######## instruction_loader ########
==> instruction_loader/placement_by_type.png <==
Scale bar: 50 um.
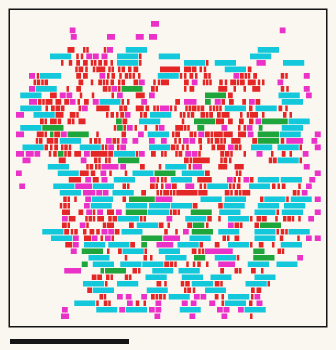

## config.mk

```make
export PLATFORM = sky130hd
export DESIGN_NAME = instruction_loader
export DESIGN_NICKNAME = d
export VERILOG_FILES = /design/src/rtl/instruction_loader_pkg.sv /design/src/rtl/instruction_loader_word_assembler.sv /design/src/rtl/instruction_loader.sv
export SDC_FILE = /design/constraint.sdc
export NUM_CORES = 1
export LEC_CHECK = 0
export ABC_AREA = 1
export CAP_MARGIN = 20
export CORE_MARGIN = 2
export CORE_UTILIZATION = 32
export DETAILED_ROUTE_END_ITERATION = 10
export PLACE_DENSITY_LB_ADDON = 0.2
export SLEW_MARGIN = 5
export SYNTH_ARGS = -nofsm -noshare
export SYNTH_HDL_FRONTEND = slang
export SYNTH_SLANG_ARGS = --single-unit
```

## constraint.sdc

```tcl
create_clock -name clk -period 1.7 [get_ports clk]
set_clock_uncertainty 0.1 [all_clocks]
set_input_delay 0.17 -clock clk [delete_from_list [all_inputs] [get_ports clk]]
set_output_delay 0.17 -clock clk [all_outputs]
set_load 0.05 [all_outputs]
```

## src/rtl/instruction_loader_pkg.sv

```systemverilog
// rtl/instruction_loader_pkg.sv - shared states, frame constants and word sizing for the instruction loader
package instruction_loader_pkg;

   typedef enum logic [2:0] {
      ST_IDLE   = 3'd0,
      ST_LEN_HI = 3'd1,
      ST_LEN_LO = 3'd2,
      ST_DATA   = 3'd3,
      ST_CHECK  = 3'd4,
      ST_FINISH = 3'd5
   } state_t;

   localparam int HDR_BYTES  = 2;
   localparam int CSUM_BYTES = 1;

   function automatic int BYTES_PER_WORD(input int width_b);
      return width_b / 8;
   endfunction

endpackage

```

## src/rtl/instruction_loader_word_assembler.sv

```systemverilog
// rtl/instruction_loader_word_assembler.sv - packs MSB-first bytes into words with a one-cycle word_valid strobe
module word_assembler
   import instruction_loader_pkg::*;
#(
   parameter int width_B = 32
) (
   input  logic               clk,
   input  logic               rst_n,
   input  logic               clear,
   input  logic               byte_valid,
   input  logic [7:0]         byte_data,
   output logic               last_byte,
   output logic               word_valid,
   output logic [width_B-1:0] word
);

   localparam logic [7:0] LAST_IDX = 8'(BYTES_PER_WORD(width_B) - 1);

   logic [width_B-1:0] shift_q, shift_d;
   logic [width_B-1:0] word_q, word_d;
   logic [7:0]         idx_q, idx_d;
   logic               word_valid_q, word_valid_d;

   always_comb begin
      shift_d      = shift_q;
      idx_d        = idx_q;
      word_d       = word_q;
      word_valid_d = 1'b0;
      last_byte    = byte_valid && (idx_q == LAST_IDX);
      if (clear) begin
         shift_d = '0;
         idx_d   = '0;
      end else if (byte_valid) begin
         shift_d = {shift_q[width_B-9:0], byte_data};
         if (idx_q == LAST_IDX) begin
            word_d       = {shift_q[width_B-9:0], byte_data};
            word_valid_d = 1'b1;
            idx_d        = '0;
         end else begin
            idx_d = idx_q + 8'd1;
         end
      end
   end

   always_ff @(posedge clk or negedge rst_n) begin
      if (!rst_n) begin
         shift_q      <= '0;
         idx_q        <= '0;
         word_q       <= '0;
         word_valid_q <= 1'b0;
      end else begin
         shift_q      <= shift_d;
         idx_q        <= idx_d;
         word_q       <= word_d;
         word_valid_q <= word_valid_d;
      end
   end

   assign word_valid = word_valid_q;
   assign word       = word_q;

endmodule

```

## src/rtl/instruction_loader.sv

```systemverilog
// rtl/instruction_loader.sv - loads a length/data/checksum UART frame into instruction memory port B
module instruction_loader
   import instruction_loader_pkg::*;
#(
   parameter int width_B = 32,
   parameter int Addr_B  = 10
) (
   input  logic               clk,
   input  logic               rst_n,
   input  logic               start,
   input  logic [7:0]         rx_data,
   input  logic               rx_valid,
   output logic               mem_we,
   output logic [Addr_B-1:0]  mem_addr,
   output logic [width_B-1:0] mem_wdata,
   output logic               busy,
   output logic               cpu_hold,
   output logic               done,
   output logic               error
);

   localparam logic [31:0] MAX_WORDS = 32'd1 << Addr_B;

   state_t            state_q, state_d;
   logic [15:0]       len_q, len_d;
   logic [7:0]        csum_q, csum_d;
   logic [Addr_B:0]   addr_q, addr_d;
   logic [Addr_B-1:0] mem_addr_q, mem_addr_d;
   logic              busy_q, busy_d;
   logic              done_q, done_d;
   logic              error_q, error_d;

   logic              asm_clear, asm_valid, asm_last;
   logic [31:0]       next_count, len_lo_words;

   assign asm_clear    = (state_q == ST_IDLE) && start;
   assign asm_valid    = (state_q == ST_DATA) && rx_valid;
   assign next_count   = 32'(addr_q) + 32'd1;
   assign len_lo_words = {16'd0, len_q[15:8], rx_data};

   word_assembler #(.width_B(width_B)) u_asm (
      .clk        (clk),
      .rst_n      (rst_n),
      .clear      (asm_clear),
      .byte_valid (asm_valid),
      .byte_data  (rx_data),
      .last_byte  (asm_last),
      .word_valid (mem_we),
      .word       (mem_wdata)
   );

   always_comb begin
      state_d    = state_q;
      len_d      = len_q;
      csum_d     = csum_q;
      addr_d     = addr_q;
      mem_addr_d = mem_addr_q;
      busy_d     = busy_q;
      done_d     = done_q;
      error_d    = error_q;
      unique case (state_q)
         ST_IDLE: begin
            // A byte arriving with start is dropped: the frame begins on the next byte.
            if (start) begin
               done_d  = 1'b0;
               error_d = 1'b0;
               csum_d  = '0;
               addr_d  = '0;
               busy_d  = 1'b1;
               state_d = ST_LEN_HI;
            end
         end
         ST_LEN_HI: begin
            if (rx_valid) begin
               len_d   = {rx_data, 8'h00};
               csum_d  = csum_q ^ rx_data;
               state_d = ST_LEN_LO;
            end
         end
         ST_LEN_LO: begin
            if (rx_valid) begin
               len_d  = len_lo_words[15:0];
               csum_d = csum_q ^ rx_data;
               if (len_lo_words > MAX_WORDS) begin
                  error_d = 1'b1;
                  state_d = ST_FINISH;
               end else if (len_lo_words == 32'd0) begin
                  state_d = ST_CHECK;
               end else begin
                  state_d = ST_DATA;
               end
            end
         end
         ST_DATA: begin
            if (rx_valid) begin
               csum_d = csum_q ^ rx_data;
               if (asm_last) begin
                  mem_addr_d = addr_q[Addr_B-1:0];
                  addr_d     = addr_q + 1'b1;
                  if (next_count == {16'd0, len_q}) state_d = ST_CHECK;
               end
            end
         end
         ST_CHECK: begin
            if (rx_valid) begin
               if (rx_data == csum_q) done_d = 1'b1;
               else                   error_d = 1'b1;
               state_d = ST_FINISH;
            end
         end
         ST_FINISH: begin
            busy_d  = 1'b0;
            state_d = ST_IDLE;
         end
         default: state_d = ST_IDLE;
      endcase
   end

   always_ff @(posedge clk or negedge rst_n) begin
      if (!rst_n) begin
         state_q    <= ST_IDLE;
         len_q      <= '0;
         csum_q     <= '0;
         addr_q     <= '0;
         mem_addr_q <= '0;
         busy_q     <= 1'b0;
         done_q     <= 1'b0;
         error_q    <= 1'b0;
      end else begin
         state_q    <= state_d;
         len_q      <= len_d;
         csum_q     <= csum_d;
         addr_q     <= addr_d;
         mem_addr_q <= mem_addr_d;
         busy_q     <= busy_d;
         done_q     <= done_d;
         error_q    <= error_d;
      end
   end

   assign mem_addr = mem_addr_q;
   assign busy     = busy_q;
   assign cpu_hold = busy_q;
   assign done     = done_q;
   assign error    = error_q;

endmodule

```

######## fsm_updown_decoder_flat ########
[config.mk]
export PLATFORM = sky130hd
export DESIGN_NAME = fsm_updown_decoder_flat
export DESIGN_NICKNAME = d
export VERILOG_FILES = /design/src/rtl/fsm_updown_decoder_if.sv /design/src/rtl/fsm_updown_decoder.sv /design/src/flat_wrapper.sv
export SDC_FILE = /design/constraint.sdc
export NUM_CORES = 1
export LEC_CHECK = 0
export ABC_AREA = 1
export CAP_MARGIN = 30
export CORE_AREA = 8 8 68 70
export DETAILED_ROUTE_END_ITERATION = 8
export DIE_AREA = 0 0 76 78
export RECOVER_POWER = 100
export SLEW_MARGIN = 20
export SYNTH_ARGS = -nofsm -noshare
export SYNTH_HDL_FRONTEND = slang
export SYNTH_SLANG_ARGS = --single-unit
[constraint.sdc]
create_clock -name clk -period 1.9 [get_ports clk]
set_clock_uncertainty 0.1 [all_clocks]
set_input_delay 0.285 -clock clk [delete_from_list [all_inputs] [get_ports clk]]
set_output_delay 0.285 -clock clk [all_outputs]
set_load 0.02 [all_outputs]
[src/rtl/fsm_updown_decoder_if.sv]
// fsm_updown_decoder_if
// Bundles the sample input, the clear request and the decoded outputs of
// fsm_updown_decoder. The master side supplies samples and consumes the
// decoded results; the slave side is the decoder itself.
interface fsm_updown_decoder_if #(
  parameter int POS_W = 8
);

  // sample side
  logic [1:0]       z_in;
  logic             z_valid;
  logic             clr;

  // decoded side
  logic             dir_out;
  logic             step;
  logic [POS_W-1:0] pos;
  logic             err;
  logic [7:0]       err_cnt;
  logic             locked;

  modport master (
    output z_in,
    output z_valid,
    output clr,
    input  dir_out,
    input  step,
    input  pos,
    input  err,
    input  err_cnt,
    input  locked
  );

  modport slave (
    input  z_in,
    input  z_valid,
    input  clr,
    output dir_out,
    output step,
    output pos,
    output err,
    output err_cnt,
    output locked
  );

endinterface

[src/rtl/fsm_updown_decoder.sv]
// fsm_updown_decoder
// Receive-side decoder for a 2-bit modulo-4 up/down stepping source. From
// successive valid samples it recovers the count direction, a per-step pulse,
// a wrapping signed position and illegal-jump (delta 2) errors. Too many
// consecutive illegal jumps park the decoder in FAULT until clr or reset.
//
// Optional feature macro: FSM_UPDOWN_DECODER_ERRCNT_EN
//   defined   : err_cnt is an 8-bit saturating total of illegal jumps
//   undefined : err_cnt is tied to 8'h00 and no counter register exists
// err, the consecutive-error count and FAULT entry are identical either way.
module fsm_updown_decoder #(
  parameter int POS_W     = 8,
  parameter int ERR_LIMIT = 3
) (
  input  logic                      clk,
  input  logic                      reset,
  fsm_updown_decoder_if.slave       bus
);

  typedef enum logic [1:0] {
    IDLE   = 2'd0,
    LOCKED = 2'd1,
    FAULT  = 2'd2
  } state_t;

  // consecutive-error threshold in the width of the counter that tracks it
  localparam logic [3:0] ERR_LIMIT_C = 4'(ERR_LIMIT);

  state_t           state_reg;
  logic [1:0]       prev_reg;
  logic [3:0]       cons_reg;
  logic             dir_reg;
  logic             step_reg;
  logic             err_reg;
  logic             locked_reg;
  logic [POS_W-1:0] pos_reg;

  // modulo-4 distance from the held reference to the new sample;
  // 1 = one step up, 3 = one step down, 2 = ambiguous jump
  logic [1:0]       delta;
  logic [3:0]       cons_inc;

  assign delta    = bus.z_in - prev_reg;
  assign cons_inc = cons_reg + 4'd1;

`ifdef FSM_UPDOWN_DECODER_ERRCNT_EN
  logic [7:0] err_cnt_reg;
`endif

  // decoder state machine with registered outputs
  always_ff @(posedge clk or negedge reset) begin
    if (!reset) begin
      state_reg   <= IDLE;
      prev_reg    <= 2'd0;
      cons_reg    <= 4'd0;
      dir_reg     <= 1'b0;
      step_reg    <= 1'b0;
      err_reg     <= 1'b0;
      locked_reg  <= 1'b0;
      pos_reg     <= '0;
`ifdef FSM_UPDOWN_DECODER_ERRCNT_EN
      err_cnt_reg <= 8'd0;
`endif
    end else begin
      // pulses are one cycle wide unless re-asserted below
      step_reg <= 1'b0;
      err_reg  <= 1'b0;

      if (bus.clr) begin
        // clr overrides any sample in the same cycle; direction is kept
        state_reg   <= IDLE;
        cons_reg    <= 4'd0;
        locked_reg  <= 1'b0;
        pos_reg     <= '0;
`ifdef FSM_UPDOWN_DECODER_ERRCNT_EN
        err_cnt_reg <= 8'd0;
`endif
      end else if (bus.z_valid) begin
        case (state_reg)
          IDLE: begin
            // first sample only establishes the reference
            prev_reg   <= bus.z_in;
            state_reg  <= LOCKED;
            locked_reg <= 1'b1;
          end

          LOCKED: begin
            case (delta)
              2'd1: begin
                step_reg <= 1'b1;
                dir_reg  <= 1'b0;
                pos_reg  <= pos_reg + 1'b1;
                prev_reg <= bus.z_in;
                cons_reg <= 4'd0;
              end
              2'd3: begin
                step_reg <= 1'b1;
                dir_reg  <= 1'b1;
                pos_reg  <= pos_reg - 1'b1;
                prev_reg <= bus.z_in;
                cons_reg <= 4'd0;
              end
              2'd2: begin
                // direction unknowable; resync reference, count the error
                err_reg  <= 1'b1;
                prev_reg <= bus.z_in;
                cons_reg <= cons_inc;
`ifdef FSM_UPDOWN_DECODER_ERRCNT_EN
                if (err_cnt_reg != 8'hFF) begin
                  err_cnt_reg <= err_cnt_reg + 8'd1;
                end
`endif
                if (cons_inc == ERR_LIMIT_C) begin
                  state_reg  <= FAULT;
                  locked_reg <= 1'b0;
                end
              end
              default: begin
                // delta 0: source has not moved, nothing changes
              end
            endcase
          end

          FAULT: begin
            // samples are ignored until clr or reset
          end

          default: begin
            state_reg  <= IDLE;
            locked_reg <= 1'b0;
          end
        endcase
      end
    end
  end

  assign bus.dir_out = dir_reg;
  assign bus.step    = step_reg;
  assign bus.err     = err_reg;
  assign bus.pos     = pos_reg;
  assign bus.locked  = locked_reg;

`ifdef FSM_UPDOWN_DECODER_ERRCNT_EN
  assign bus.err_cnt = err_cnt_reg;
`else
  assign bus.err_cnt = 8'h00;
`endif

endmodule

[src/flat_wrapper.sv]
// flat-port wrapper written by rule: the top's interface ports become plain ports
module fsm_updown_decoder_flat 
#(
  parameter int POS_W     = 8,
  parameter int ERR_LIMIT = 3
)
  (clk, reset, bus_z_in, bus_z_valid, bus_clr, bus_dir_out, bus_step, bus_pos, bus_err, bus_err_cnt, bus_locked);
  fsm_updown_decoder_if #(.POS_W(POS_W)) bus_i ();
  input  logic clk;
  input  logic reset;
  input wire logic [$bits(bus_i.z_in)-1:0] bus_z_in;
  input wire logic [$bits(bus_i.z_valid)-1:0] bus_z_valid;
  input wire logic [$bits(bus_i.clr)-1:0] bus_clr;
  output wire logic [$bits(bus_i.dir_out)-1:0] bus_dir_out;
  output wire logic [$bits(bus_i.step)-1:0] bus_step;
  output wire logic [$bits(bus_i.pos)-1:0] bus_pos;
  output wire logic [$bits(bus_i.err)-1:0] bus_err;
  output wire logic [$bits(bus_i.err_cnt)-1:0] bus_err_cnt;
  output wire logic [$bits(bus_i.locked)-1:0] bus_locked;
  assign bus_i.z_in = bus_z_in;
  assign bus_i.z_valid = bus_z_valid;
  assign bus_i.clr = bus_clr;
  assign bus_dir_out = bus_i.dir_out;
  assign bus_step = bus_i.step;
  assign bus_pos = bus_i.pos;
  assign bus_err = bus_i.err;
  assign bus_err_cnt = bus_i.err_cnt;
  assign bus_locked = bus_i.locked;
  fsm_updown_decoder #(.POS_W(POS_W), .ERR_LIMIT(ERR_LIMIT)) u_core (.clk(clk), .reset(reset), .bus(bus_i));
endmodule
######## control_sequencer ########
## src/rtl/control_sequencer.sv

```systemverilog
// control_sequencer: multi-cycle instruction sequencer for the MIPS datapath.
// Walks fetch / decode / per-class execute states, waits on MOC with a
// bounded timeout that traps, latches the ALU function at decode and counts
// retired instructions. All outputs are registered.
module control_sequencer #(
  parameter int STATE_W   = 7,
  parameter int TIMEOUT_W = 4,
  parameter int CNT_W     = 16
) (
  input  logic               Clk,
  input  logic               Reset,
  input  logic [31:0]        Instruction,
  input  logic               MOC,
  input  logic               Cond,
  output logic [STATE_W-1:0] State,
  output logic [3:0]         Alu_Sel,
  output logic               Mem_Req,
  output logic               Mem_Wr,
  output logic               Retire,
  output logic               Trap,
  output logic [CNT_W-1:0]   Instr_Count
);

  typedef enum logic [3:0] {
    S_RESET      = 4'd0,
    S_FETCH_ADDR = 4'd1,
    S_FETCH_WAIT = 4'd2,
    S_IR_LOAD    = 4'd3,
    S_DECODE     = 4'd4,
    S_ALU_R      = 4'd5,
    S_ALU_I      = 4'd6,
    S_LD_ADDR    = 4'd7,
    S_LD_WAIT    = 4'd8,
    S_LD_WB      = 4'd9,
    S_ST_ADDR    = 4'd10,
    S_ST_WAIT    = 4'd11,
    S_BR_EVAL    = 4'd12,
    S_BR_TAKE    = 4'd13,
    S_JUMP       = 4'd14,
    S_TRAP       = 4'd15
  } state_t;

  localparam logic [3:0] ALU_ADD  = 4'd0;
  localparam logic [3:0] ALU_SUB  = 4'd1;
  localparam logic [3:0] ALU_AND  = 4'd2;
  localparam logic [3:0] ALU_OR   = 4'd3;
  localparam logic [3:0] ALU_XOR  = 4'd4;
  localparam logic [3:0] ALU_NOR  = 4'd5;
  localparam logic [3:0] ALU_SLTU = 4'd6;
  localparam logic [3:0] ALU_SLL  = 4'd7;
  localparam logic [3:0] ALU_LUI  = 4'd8;

  // Wait limit L = 2^TIMEOUT_W - 1: the all-ones counter value.
  localparam logic [TIMEOUT_W-1:0] WAIT_LIMIT = {TIMEOUT_W{1'b1}};
  localparam logic [TIMEOUT_W-1:0] WAIT_ONE   = {{(TIMEOUT_W-1){1'b0}}, 1'b1};
  localparam logic [CNT_W-1:0]     CNT_ONE    = {{(CNT_W-1){1'b0}}, 1'b1};

  state_t               state_q, state_d;
  logic [3:0]           alu_sel_q, alu_sel_d;
  logic [TIMEOUT_W-1:0] wait_cnt_q, wait_cnt_d;
  logic [CNT_W-1:0]     count_q, count_d;
  logic                 retire_q, retire_d;
  logic                 mem_req_q, mem_req_d;
  logic                 mem_wr_q, mem_wr_d;
  logic                 trap_q, trap_d;

  state_t               dec_state_s;
  logic [3:0]           dec_alu_s;
  state_t               wait_exit_s;
  logic                 unused_instr_s;

  // Only opcode and funct fields steer the sequencer.
  assign unused_instr_s = ^Instruction[25:6];

  // Instruction decoder: class entry state and ALU function for the IR.
  always_comb begin
    dec_state_s = S_TRAP;
    dec_alu_s   = ALU_ADD;
    case (Instruction[31:26])
      6'b000000: begin
        dec_state_s = S_ALU_R;
        case (Instruction[5:0])
          6'b100001: dec_alu_s = ALU_ADD;
          6'b100011: dec_alu_s = ALU_SUB;
          6'b100100: dec_alu_s = ALU_AND;
          6'b100101: dec_alu_s = ALU_OR;
          6'b100110: dec_alu_s = ALU_XOR;
          6'b100111: dec_alu_s = ALU_NOR;
          6'b101011: dec_alu_s = ALU_SLTU;
          6'b000000: dec_alu_s = ALU_SLL;
          default: begin
            dec_state_s = S_TRAP;
            dec_alu_s   = ALU_ADD;
          end
        endcase
      end
      6'b001001: begin dec_state_s = S_ALU_I;   dec_alu_s = ALU_ADD;  end
      6'b001011: begin dec_state_s = S_ALU_I;   dec_alu_s = ALU_SLTU; end
      6'b001100: begin dec_state_s = S_ALU_I;   dec_alu_s = ALU_AND;  end
      6'b001101: begin dec_state_s = S_ALU_I;   dec_alu_s = ALU_OR;   end
      6'b001110: begin dec_state_s = S_ALU_I;   dec_alu_s = ALU_XOR;  end
      6'b001111: begin dec_state_s = S_ALU_I;   dec_alu_s = ALU_LUI;  end
      6'b100000, 6'b100001, 6'b100011, 6'b100100, 6'b100101: begin
        dec_state_s = S_LD_ADDR;
        dec_alu_s   = ALU_ADD;
      end
      6'b101000, 6'b101001, 6'b101011: begin
        dec_state_s = S_ST_ADDR;
        dec_alu_s   = ALU_ADD;
      end
      6'b000100, 6'b000101: begin dec_state_s = S_BR_EVAL; dec_alu_s = ALU_SUB; end
      6'b000010, 6'b000011: begin dec_state_s = S_JUMP;    dec_alu_s = ALU_ADD; end
      default: begin
        dec_state_s = S_TRAP;
        dec_alu_s   = ALU_ADD;
      end
    endcase
  end

  // Where each MOC wait state goes once memory completes.
  always_comb begin
    case (state_q)
      S_FETCH_WAIT: wait_exit_s = S_IR_LOAD;
      S_LD_WAIT:    wait_exit_s = S_LD_WB;
      default:      wait_exit_s = S_FETCH_ADDR;
    endcase
  end

  // Next-state, wait timeout, retire and registered-output decode.
  always_comb begin
    state_d    = state_q;
    alu_sel_d  = alu_sel_q;
    wait_cnt_d = {TIMEOUT_W{1'b0}};  // cleared whenever not counting, so entry starts at 0
    retire_d   = 1'b0;
    case (state_q)
      S_RESET:      state_d = S_FETCH_ADDR;
      S_FETCH_ADDR: state_d = S_FETCH_WAIT;
      S_IR_LOAD:    state_d = S_DECODE;
      S_DECODE: begin
        state_d   = dec_state_s;
        alu_sel_d = dec_alu_s;
      end
      S_ALU_R, S_ALU_I, S_LD_WB, S_BR_TAKE, S_JUMP: begin
        state_d  = S_FETCH_ADDR;
        retire_d = 1'b1;
      end
      S_LD_ADDR: state_d = S_LD_WAIT;
      S_ST_ADDR: state_d = S_ST_WAIT;
      S_FETCH_WAIT, S_LD_WAIT, S_ST_WAIT: begin
        if (MOC) begin
          state_d  = wait_exit_s;
          retire_d = (state_q == S_ST_WAIT);
        end else if (wait_cnt_q == WAIT_LIMIT) begin
          state_d = S_TRAP;
        end else begin
          state_d    = state_q;
          wait_cnt_d = wait_cnt_q + WAIT_ONE;
        end
      end
      S_BR_EVAL: begin
        if (Cond) begin
          state_d = S_BR_TAKE;
        end else begin
          state_d  = S_FETCH_ADDR;
          retire_d = 1'b1;
        end
      end
      S_TRAP:  state_d = S_TRAP;
      default: state_d = S_TRAP;
    endcase

    if (retire_d) begin
      count_d = count_q + CNT_ONE;
    end else begin
      count_d = count_q;
    end

    // Outputs follow the next state so they are flops aligned with State.
    mem_req_d = (state_d == S_FETCH_WAIT) || (state_d == S_LD_WAIT) ||
                (state_d == S_ST_WAIT);
    mem_wr_d  = (state_d == S_ST_WAIT);
    trap_d    = (state_d == S_TRAP);
  end

  // State and output registers, cleared asynchronously by Reset.
  always_ff @(posedge Clk or posedge Reset) begin
    if (Reset) begin
      state_q    <= S_RESET;
      alu_sel_q  <= ALU_ADD;
      wait_cnt_q <= {TIMEOUT_W{1'b0}};
      count_q    <= {CNT_W{1'b0}};
      retire_q   <= 1'b0;
      mem_req_q  <= 1'b0;
      mem_wr_q   <= 1'b0;
      trap_q     <= 1'b0;
    end else begin
      state_q    <= state_d;
      alu_sel_q  <= alu_sel_d;
      wait_cnt_q <= wait_cnt_d;
      count_q    <= count_d;
      retire_q   <= retire_d;
      mem_req_q  <= mem_req_d;
      mem_wr_q   <= mem_wr_d;
      trap_q     <= trap_d;
    end
  end

  assign State       = STATE_W'(state_q);
  assign Alu_Sel     = alu_sel_q;
  assign Mem_Req     = mem_req_q;
  assign Mem_Wr      = mem_wr_q;
  assign Retire      = retire_q;
  assign Trap        = trap_q;
  assign Instr_Count = count_q;

endmodule
```

## config.mk

```make
export PLATFORM = sky130hd
export DESIGN_NAME = control_sequencer
export DESIGN_NICKNAME = d
export VERILOG_FILES = /design/src/rtl/control_sequencer.sv
export SDC_FILE = /design/constraint.sdc
export NUM_CORES = 1
export LEC_CHECK = 0
export ABC_AREA = 1
export CORE_MARGIN = 3
export CORE_UTILIZATION = 45
export CTS_CLUSTER_SIZE = 12
export DETAILED_ROUTE_END_ITERATION = 12
export PLACE_DENSITY = 0.84
export SLEW_MARGIN = 10
export SYNTH_ARGS = -nofsm -noshare
export SYNTH_HDL_FRONTEND = slang
export SYNTH_SLANG_ARGS = --single-unit
```

## constraint.sdc

```tcl
create_clock -name Clk -period 2.2 [get_ports Clk]
set_input_delay 0.44 -clock Clk [delete_from_list [all_inputs] [get_ports Clk]]
set_output_delay 0.44 -clock Clk [all_outputs]
set_load 0.1 [all_outputs]
```

######## pixel_stream_source ########
--- src/rtl/pixel_stream_source.sv ---
// Replays a host-loaded IMG_W x IMG_H frame in raster order, one pixel per cycle, first pixel the cycle after start.
// Optional ROW_GAP idle cycles after each row but the last; pause holds the stream without skipping or repeating pixels.
module pixel_stream_source #(
    parameter int DATA_W  = 8,
    parameter int IMG_W   = 8,
    parameter int IMG_H   = 8,
    parameter int ROW_GAP = 0,
    parameter int ADDR_W  = 6
) (
    input  logic              clk_i,
    input  logic              rst_i,
    input  logic              wr_en_i,
    input  logic [ADDR_W-1:0] wr_addr_i,
    input  logic [DATA_W-1:0] wr_data_i,
    input  logic              start_i,
    input  logic              pause_i,
    output logic              out_valid_o,
    output logic [DATA_W-1:0] pixel_out_o,
    output logic              busy_o,
    output logic              frame_done_o
);
    localparam int NPIX  = IMG_W * IMG_H;
    localparam int AW1   = ADDR_W + 1;
    localparam int COL_W = (IMG_W > 1) ? $clog2(IMG_W) : 1;
    localparam int ROW_W = (IMG_H > 1) ? $clog2(IMG_H) : 1;
    localparam logic [AW1-1:0]   NPIX_A   = AW1'(NPIX);
    localparam logic [COL_W-1:0] COL_LAST = COL_W'(IMG_W - 1);
    localparam logic [ROW_W-1:0] ROW_LAST = ROW_W'(IMG_H - 1);
    localparam logic [7:0]       GAP_LOAD = 8'(ROW_GAP);

    typedef enum logic [1:0] {IDLE, STREAM, GAP, DONE} state_t;

    state_t state_q, state_d;

    logic [DATA_W-1:0] mem [2**ADDR_W];

    logic [ADDR_W-1:0] addr_q, addr_d, cur_addr;
    logic [COL_W-1:0]  col_q, col_d, cur_col;
    logic [ROW_W-1:0]  row_q, row_d, cur_row;
    logic [7:0]        gap_q, gap_d;
    logic              row_end_q, row_end_d;
    logic              last_q, last_d;
    logic              out_valid_q, out_valid_d;
    logic [DATA_W-1:0] pixel_q, pixel_d;
    logic              start_frame, emit, at_row_end;

    always_ff @(posedge clk_i) begin
        if (rst_i) begin
            state_q <= IDLE;
        end else begin
            state_q <= state_d;
        end
    end

    // row_end_q/last_q describe the pixel on the output this cycle, so the
    // decision to gap or finish is taken at the very next edge, regardless of pause.
    always_comb begin
        state_d = state_q;
        unique case (state_q)
            IDLE, DONE: state_d = start_i ? STREAM : IDLE;
            STREAM: begin
                if (last_q) begin
                    state_d = DONE;
                end else if (row_end_q && (ROW_GAP > 0)) begin
                    state_d = GAP;
                end
            end
            GAP:     if (gap_q <= 8'd1) state_d = STREAM;
            default: state_d = IDLE;
        endcase
    end

    always_comb begin
        start_frame = ((state_q == IDLE) || (state_q == DONE)) && start_i;
        cur_addr    = start_frame ? '0 : addr_q;
        cur_col     = start_frame ? '0 : col_q;
        cur_row     = start_frame ? '0 : row_q;
        emit        = (state_d == STREAM) && !pause_i;
        at_row_end  = (cur_col == COL_LAST);

        addr_d    = cur_addr;
        col_d     = cur_col;
        row_d     = cur_row;
        row_end_d = 1'b0;
        last_d    = 1'b0;
        if (emit) begin
            addr_d    = cur_addr + ADDR_W'(1);
            row_end_d = at_row_end;
            last_d    = at_row_end && (cur_row == ROW_LAST);
            if (at_row_end) begin
                col_d = '0;
                row_d = cur_row + ROW_W'(1);
            end else begin
                col_d = cur_col + COL_W'(1);
            end
        end

        gap_d = gap_q;
        if ((state_q == STREAM) && (state_d == GAP)) begin
            gap_d = GAP_LOAD;
        end else if (state_q == GAP) begin
            gap_d = gap_q - 8'd1;
        end

        out_valid_d = emit;
        pixel_d     = emit ? mem[cur_addr] : pixel_q;
    end

    always_ff @(posedge clk_i) begin
        if (rst_i) begin
            addr_q      <= '0;
            col_q       <= '0;
            row_q       <= '0;
            gap_q       <= '0;
            row_end_q   <= 1'b0;
            last_q      <= 1'b0;
            out_valid_q <= 1'b0;
            pixel_q     <= '0;
        end else begin
            addr_q      <= addr_d;
            col_q       <= col_d;
            row_q       <= row_d;
            gap_q       <= gap_d;
            row_end_q   <= row_end_d;
            last_q      <= last_d;
            out_valid_q <= out_valid_d;
            pixel_q     <= pixel_d;
        end
    end

    // Frame RAM is never reset; the read above sees pre-write data on a collision.
    always_ff @(posedge clk_i) begin
        if (wr_en_i && ({1'b0, wr_addr_i} < NPIX_A)) begin
            mem[wr_addr_i] <= wr_data_i;
        end
    end

    assign out_valid_o  = out_valid_q;
    assign pixel_out_o  = pixel_q;
    assign busy_o       = (state_q == STREAM) || (state_q == GAP);
    assign frame_done_o = (state_q == DONE);

endmodule

--- config.mk ---
export PLATFORM = sky130hd
export DESIGN_NAME = pixel_stream_source
export DESIGN_NICKNAME = d
export VERILOG_FILES = /design/src/rtl/pixel_stream_source.sv
export SDC_FILE = /design/constraint.sdc
export NUM_CORES = 1
export LEC_CHECK = 0
export CORE_UTILIZATION = 35
export DETAILED_ROUTE_END_ITERATION = 6
export PLACE_DENSITY = 0.5
export SLEW_MARGIN = 20
export SYNTH_ARGS = -nofsm -noshare
export SYNTH_HDL_FRONTEND = slang
export SYNTH_SLANG_ARGS = --single-unit
--- constraint.sdc ---
create_clock -name clk_i -period 3.12 [get_ports clk_i]
set_input_delay 0.624 -clock clk_i [delete_from_list [all_inputs] [get_ports clk_i]]
set_output_delay 0.624 -clock clk_i [all_outputs]
set_load 0.05 [all_outputs]
==> pixel_stream_source/metal_density.png <==
Scale bar: 100 um. 25 x 25 tiles, from dark purple (low) to yellow (high), scaled to the fullest tile. Values are wire area over tile area, all layers added.
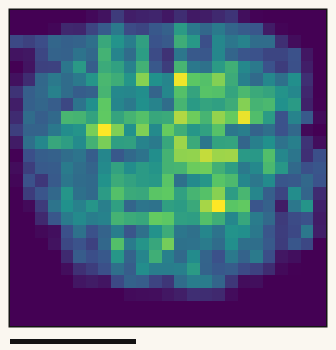
25% of the tiles are over half the peak. The densest ninth of the die: middle. The emptiest ninth of the die: bottom left. The fullest tile reaches 0.48.
final WL: 60.52 mm
vias: 13,331
wire per inst: 24.24 um
GRT Util Overall: 19.37%

==> results.sh, pixel_stream_source <==
# source this file to load flow results
export IMPL_status="complete, no violations"
export IMPL_synth_flop_count=544
export IMPL_yosys_area_sq_mm=0.02171
export IMPL_met3_length_mm=3.956
export IMPL_highest_layer="met4"
export IMPL_fmax_ghz=0.3409
export IMPL_power_leader="sequential cells"
export IMPL_required_ns=3.62
export IMPL_logic_area_sq_mm=0.005246
export IMPL_switching_share_pct=21.35
export IMPL_clkCellAreaFrac_pct=7.126
export IMPL_ys_seq_share_pct=73.77
export IMPL_fin_cells=2497
export IMPL_hold_violations=0
export IMPL_pwr_group_clock_mw=6.79
export IMPL_mostFrequentLayoutCells="edfxtp_1, buf_4, a21oi_1, nor2_1, mux2i_1"
export IMPL_rr_startpoint="state_q[0]$_SDFF_PP0_"
export IMPL_nets=1699
export IMPL_cts_made_buffers=56
export IMPL_dp_hpwl_mm=39.42
export IMPL_final_util_pct=42.99
export IMPL_first_iter_violations=1237
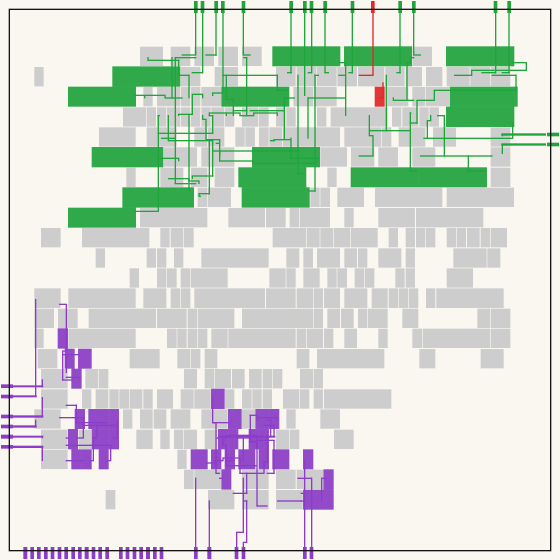
(control_sequencer/io_fan.png)
Key: red = Reset [direction input, edge top, end cells 1, buffers 1, wire 12.8 um]; green = Instr_Count [direction output, edge 14 top, 2 right, end cells 16, buffers 16, wire 519 um]; purple = Instruction [direction input, edge 26 bottom, 6 left, end cells 31, buffers 12, wire 263 um]
Port-buffer cells: 43
io pins: 67

==> results.sh, control_sequencer <==
# source this file to load flow results
export IMPL_fin_cells=355
export IMPL_cts_path_max_buffers=2
export IMPL_ys_sh_aoi_pct=6.211
export IMPL_netSwitchingPower_mw=1.851
export IMPL_fp_utilization_pct=48.61
export IMPL_reg2reg_depth=6
export IMPL_dr_pass1_iters=4
export IMPL_yosysUniqueCellTypes=35
export IMPL_powerComb_mw=1.92
export IMPL_slew_viol_final=0
export IMPL_wl_met1_mm=1.761
export IMPL_layout_top_cell="nand2_1"
export IMPL_ys_async_sr_fraction_pct=100.0
export IMPL_pwr_share_seq_pct=27.8
export IMPL_pwr_group_clock_mw=0.452
export IMPL_ys_top_logic_family="simple AND/OR/NAND/NOR gates"
export IMPL_xor_share_pct=6.522
export IMPL_cts_sinks=32
export IMPL_grt_max_degree=33
export IMPL_slowest_stage="clkdlybuf4s50_1"
export IMPL_seq_area_sq_um=805.8
export IMPL_die_x_um=72.91
export IMPL_required_ns=2.36
export IMPL_sh_comb_area_pct=41.33
export IMPL_gr_usage_met1_pct=22.13
export IMPL_ctsHoldBuffers=0
export IMPL_dp_hpwl_mm=3.068
export IMPL_status="complete, no violations"
export IMPL_openroad_warnings=46
export IMPL_grt_pass1_vias=1567
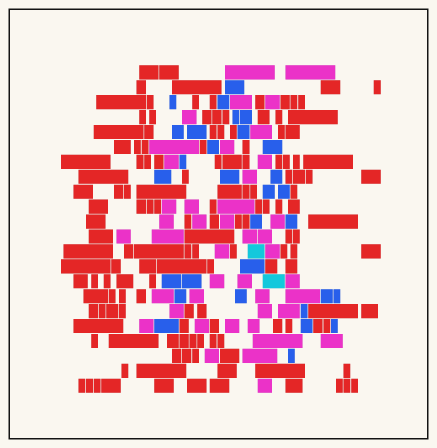
(fsm_updown_decoder_flat/sizes.png)
Key: cyan = _6 and larger [cells 2, share 0.90%]; red = _0 and _1 cells [cells 146, share 66%]; blue = _2 cells [cells 30, share 14%]; magenta = _3 and _4 cells [cells 43, share 19%]

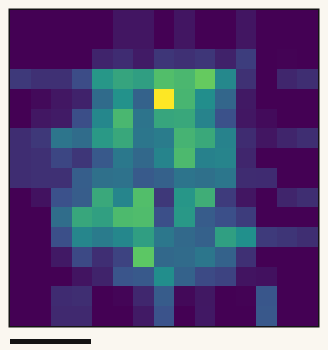
(fsm_updown_decoder_flat/metal_density.png)
Scale bar: 20 um. 15 x 16 tiles, from dark purple (low) to yellow (high), scaled to the fullest tile. Values are wire area over tile area, all layers added.
12% of the tiles are over half the peak. 33% of the tiles are nearly empty. The emptiest ninth of the die: top right. The fullest tile reaches 0.42.
wire per inst: 11.87 um
GRT Util Overall: 10.96%

==> results.sh, fsm_updown_decoder_flat <==
# source this file to load flow results
export IMPL_dpl_cell_area_sq_mm=0.001779
export IMPL_grt_max_degree=20
export IMPL_clkTransAtPathRegs_ns=0.12
export IMPL_failed_checks="negative setup slack"
export IMPL_pg_seq_mw=0.452
export IMPL_stdcell_area_sq_mm=0.001889
export IMPL_inv_count=29
export IMPL_yosys_area_sq_mm=0.001353
export IMPL_hold_class="in2reg"
export IMPL_critPathMaxFanout=4
export IMPL_largest_reg_flops=8
export IMPL_status="finished with violations"
export IMPL_root_buffer="clkbuf_4"
export IMPL_relSlewSlack_pct=28.62
export IMPL_yosys_area_share_simple_pct=33.77
export IMPL_min_period_ns=1.910
export IMPL_core_sq_mm=0.003551
export IMPL_layout_drive_gt1_share_pct=33.94
export IMPL_hold_violations=0
export IMPL_ys_top_logic_family="simple AND/OR/NAND/NOR gates"
export IMPL_tightest_slew_ns=1.071
export IMPL_required_ns=2.01
export IMPL_path_class="reg2reg"
export IMPL_endpoint_kind="flop"
export IMPL_setup_ws_ns=-0.01011
export IMPL_finalSetupViolations=1
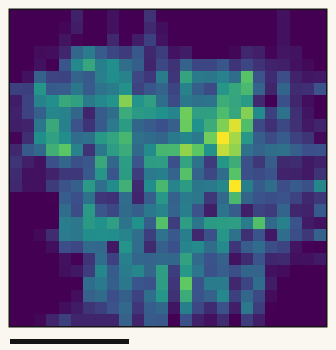
(instruction_loader/metal_density.png)
Scale bar: 50 um. 26 x 26 tiles, from dark purple (low) to yellow (high), scaled to the fullest tile. Values are wire area over tile area, all layers added.
The densest ninth of the die: middle. The fullest tile reaches 0.52. 13% of the tiles are over half the peak. 22% of the tiles are nearly empty.

## Picture notes: instruction_loader/placement_by_type.png
Key: green = clock drivers and dummy loads [cells 32, share of their area 8.2%]; cyan = sequential cells [cells 116, share of their area 40%]; magenta = remaining buffers and delay cells [cells 147, share of their area 18%]; red = combinational and other logic [cells 477, share of their area 34%]

==> results.sh, instruction_loader <==
# source this file to load flow results
export IMPL_status="finished with violations"
export IMPL_failed_checks="negative setup slack"
export IMPL_synth_edff_count=0
export IMPL_largestClassByArea="sequential cells"
export IMPL_stdcell_area_sq_mm=0.007538
export IMPL_seq_area_sq_mm=0.002904
export IMPL_finalSetupViolations=57
export IMPL_ys_sh_adder_pct=0.4754
export IMPL_layout_drive_gt1_share_pct=29.92
export IMPL_setup_ws_ns=-0.1980
export IMPL_logic_gates=372
export IMPL_mostFrequentLayoutCells="nand2_1, buf_4, dfrtp_1, inv_1, o21ai_0"
export IMPL_pwr_share_seq_pct=34.3
export IMPL_clk_latency_ns=0.41
export IMPL_top_cell="nand2_1"

==> screenshots <==
Cells colored by class.
image #1
Scale bar: 20 um.
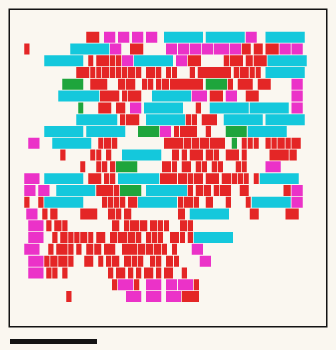
image #2
Scale bar: 100 um.
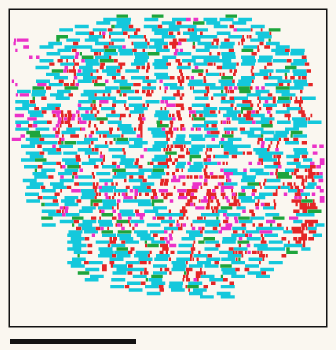
image #3
Scale bar: 20 um.
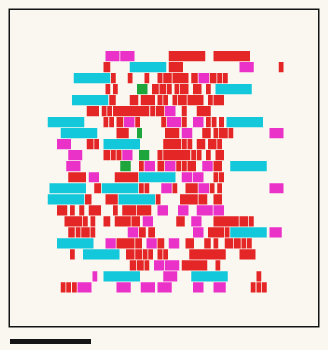
image #1: control_sequencer
image #2: pixel_stream_source
image #3: fsm_updown_decoder_flat
- most sequential cells: image #2

Key to image #2:
Key: magenta = remaining buffers and delay cells [cells 227, share of their area 7.9%]; cyan = sequential cells [cells 544, share of their area 64%]; red = combinational and other logic [cells 841, share of their area 21%]; green = clock drivers and dummy loads [cells 103, share of their area 7.4%]



==> notes/layouts.md <==
Pictures saved along the way, in no particular order.

Routing congestion.
panel A
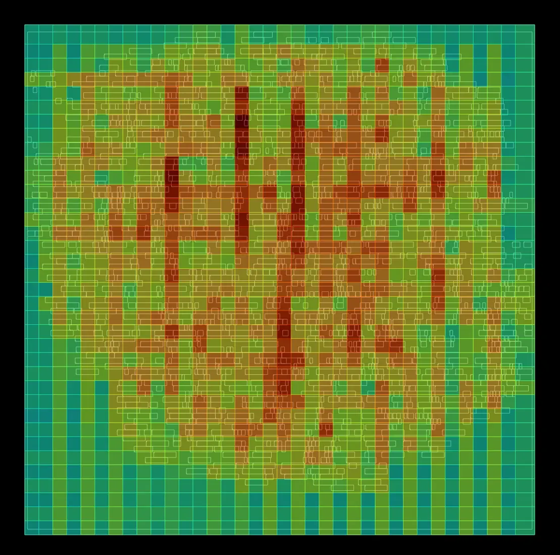
panel B
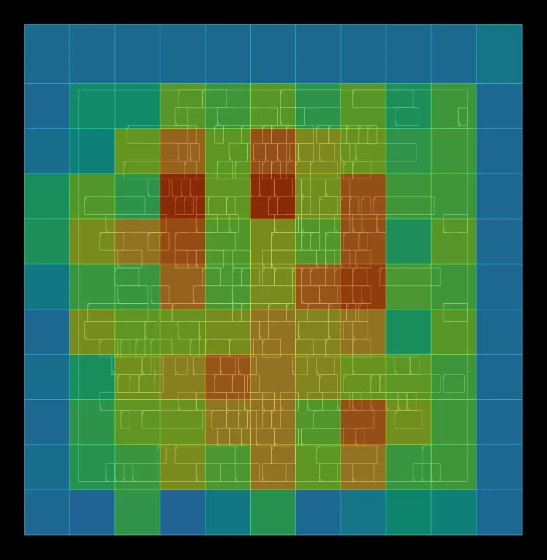
panel C
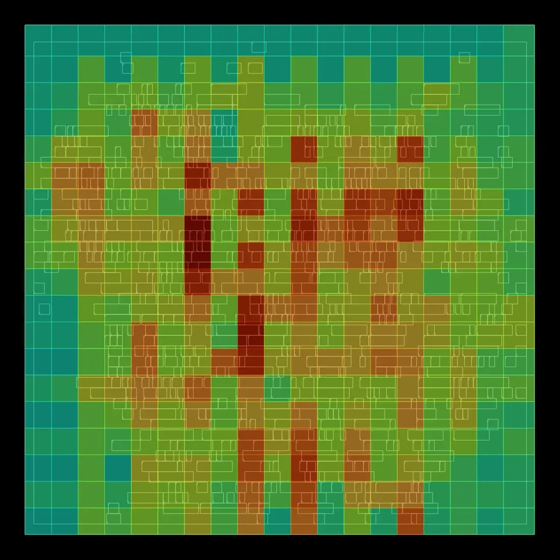
panel D
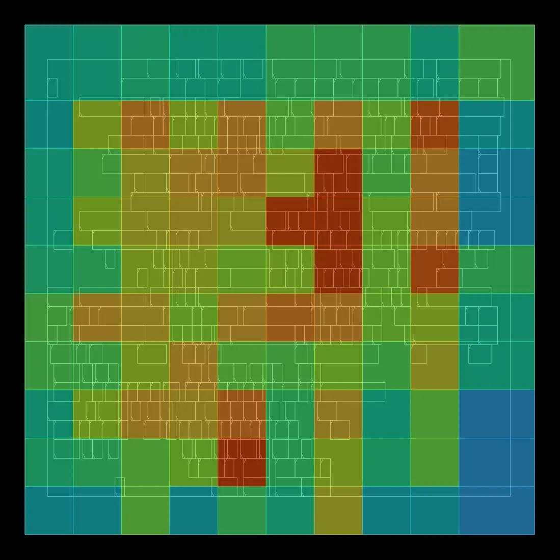
Of these, most wire per cell: panel A
Of these, lowest track usage: panel B
| from | picture |
|---|---|
| pixel_stream_source | panel A |
| control_sequencer | panel D |
| fsm_updown_decoder_flat | panel B |
| instruction_loader | panel C |


==> layout pictures side by side <==
Sizing map.
Plate I
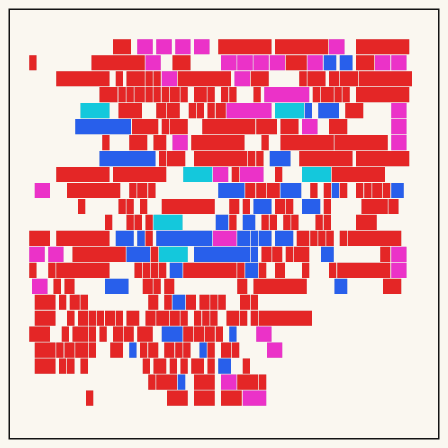
Plate II
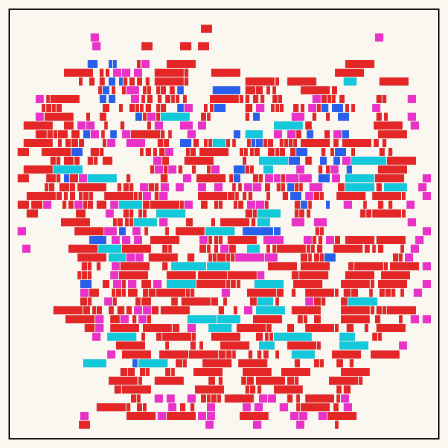
Plate III
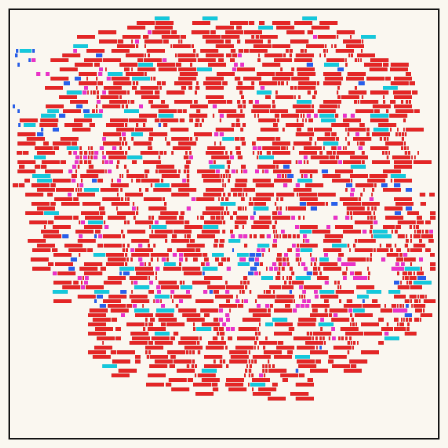
| from | picture |
|---|---|
| control_sequencer | Plate I |
| instruction_loader | Plate II |
| pixel_stream_source | Plate III |
Of these, fewest cells: Plate I
Of these, most cells: Plate III

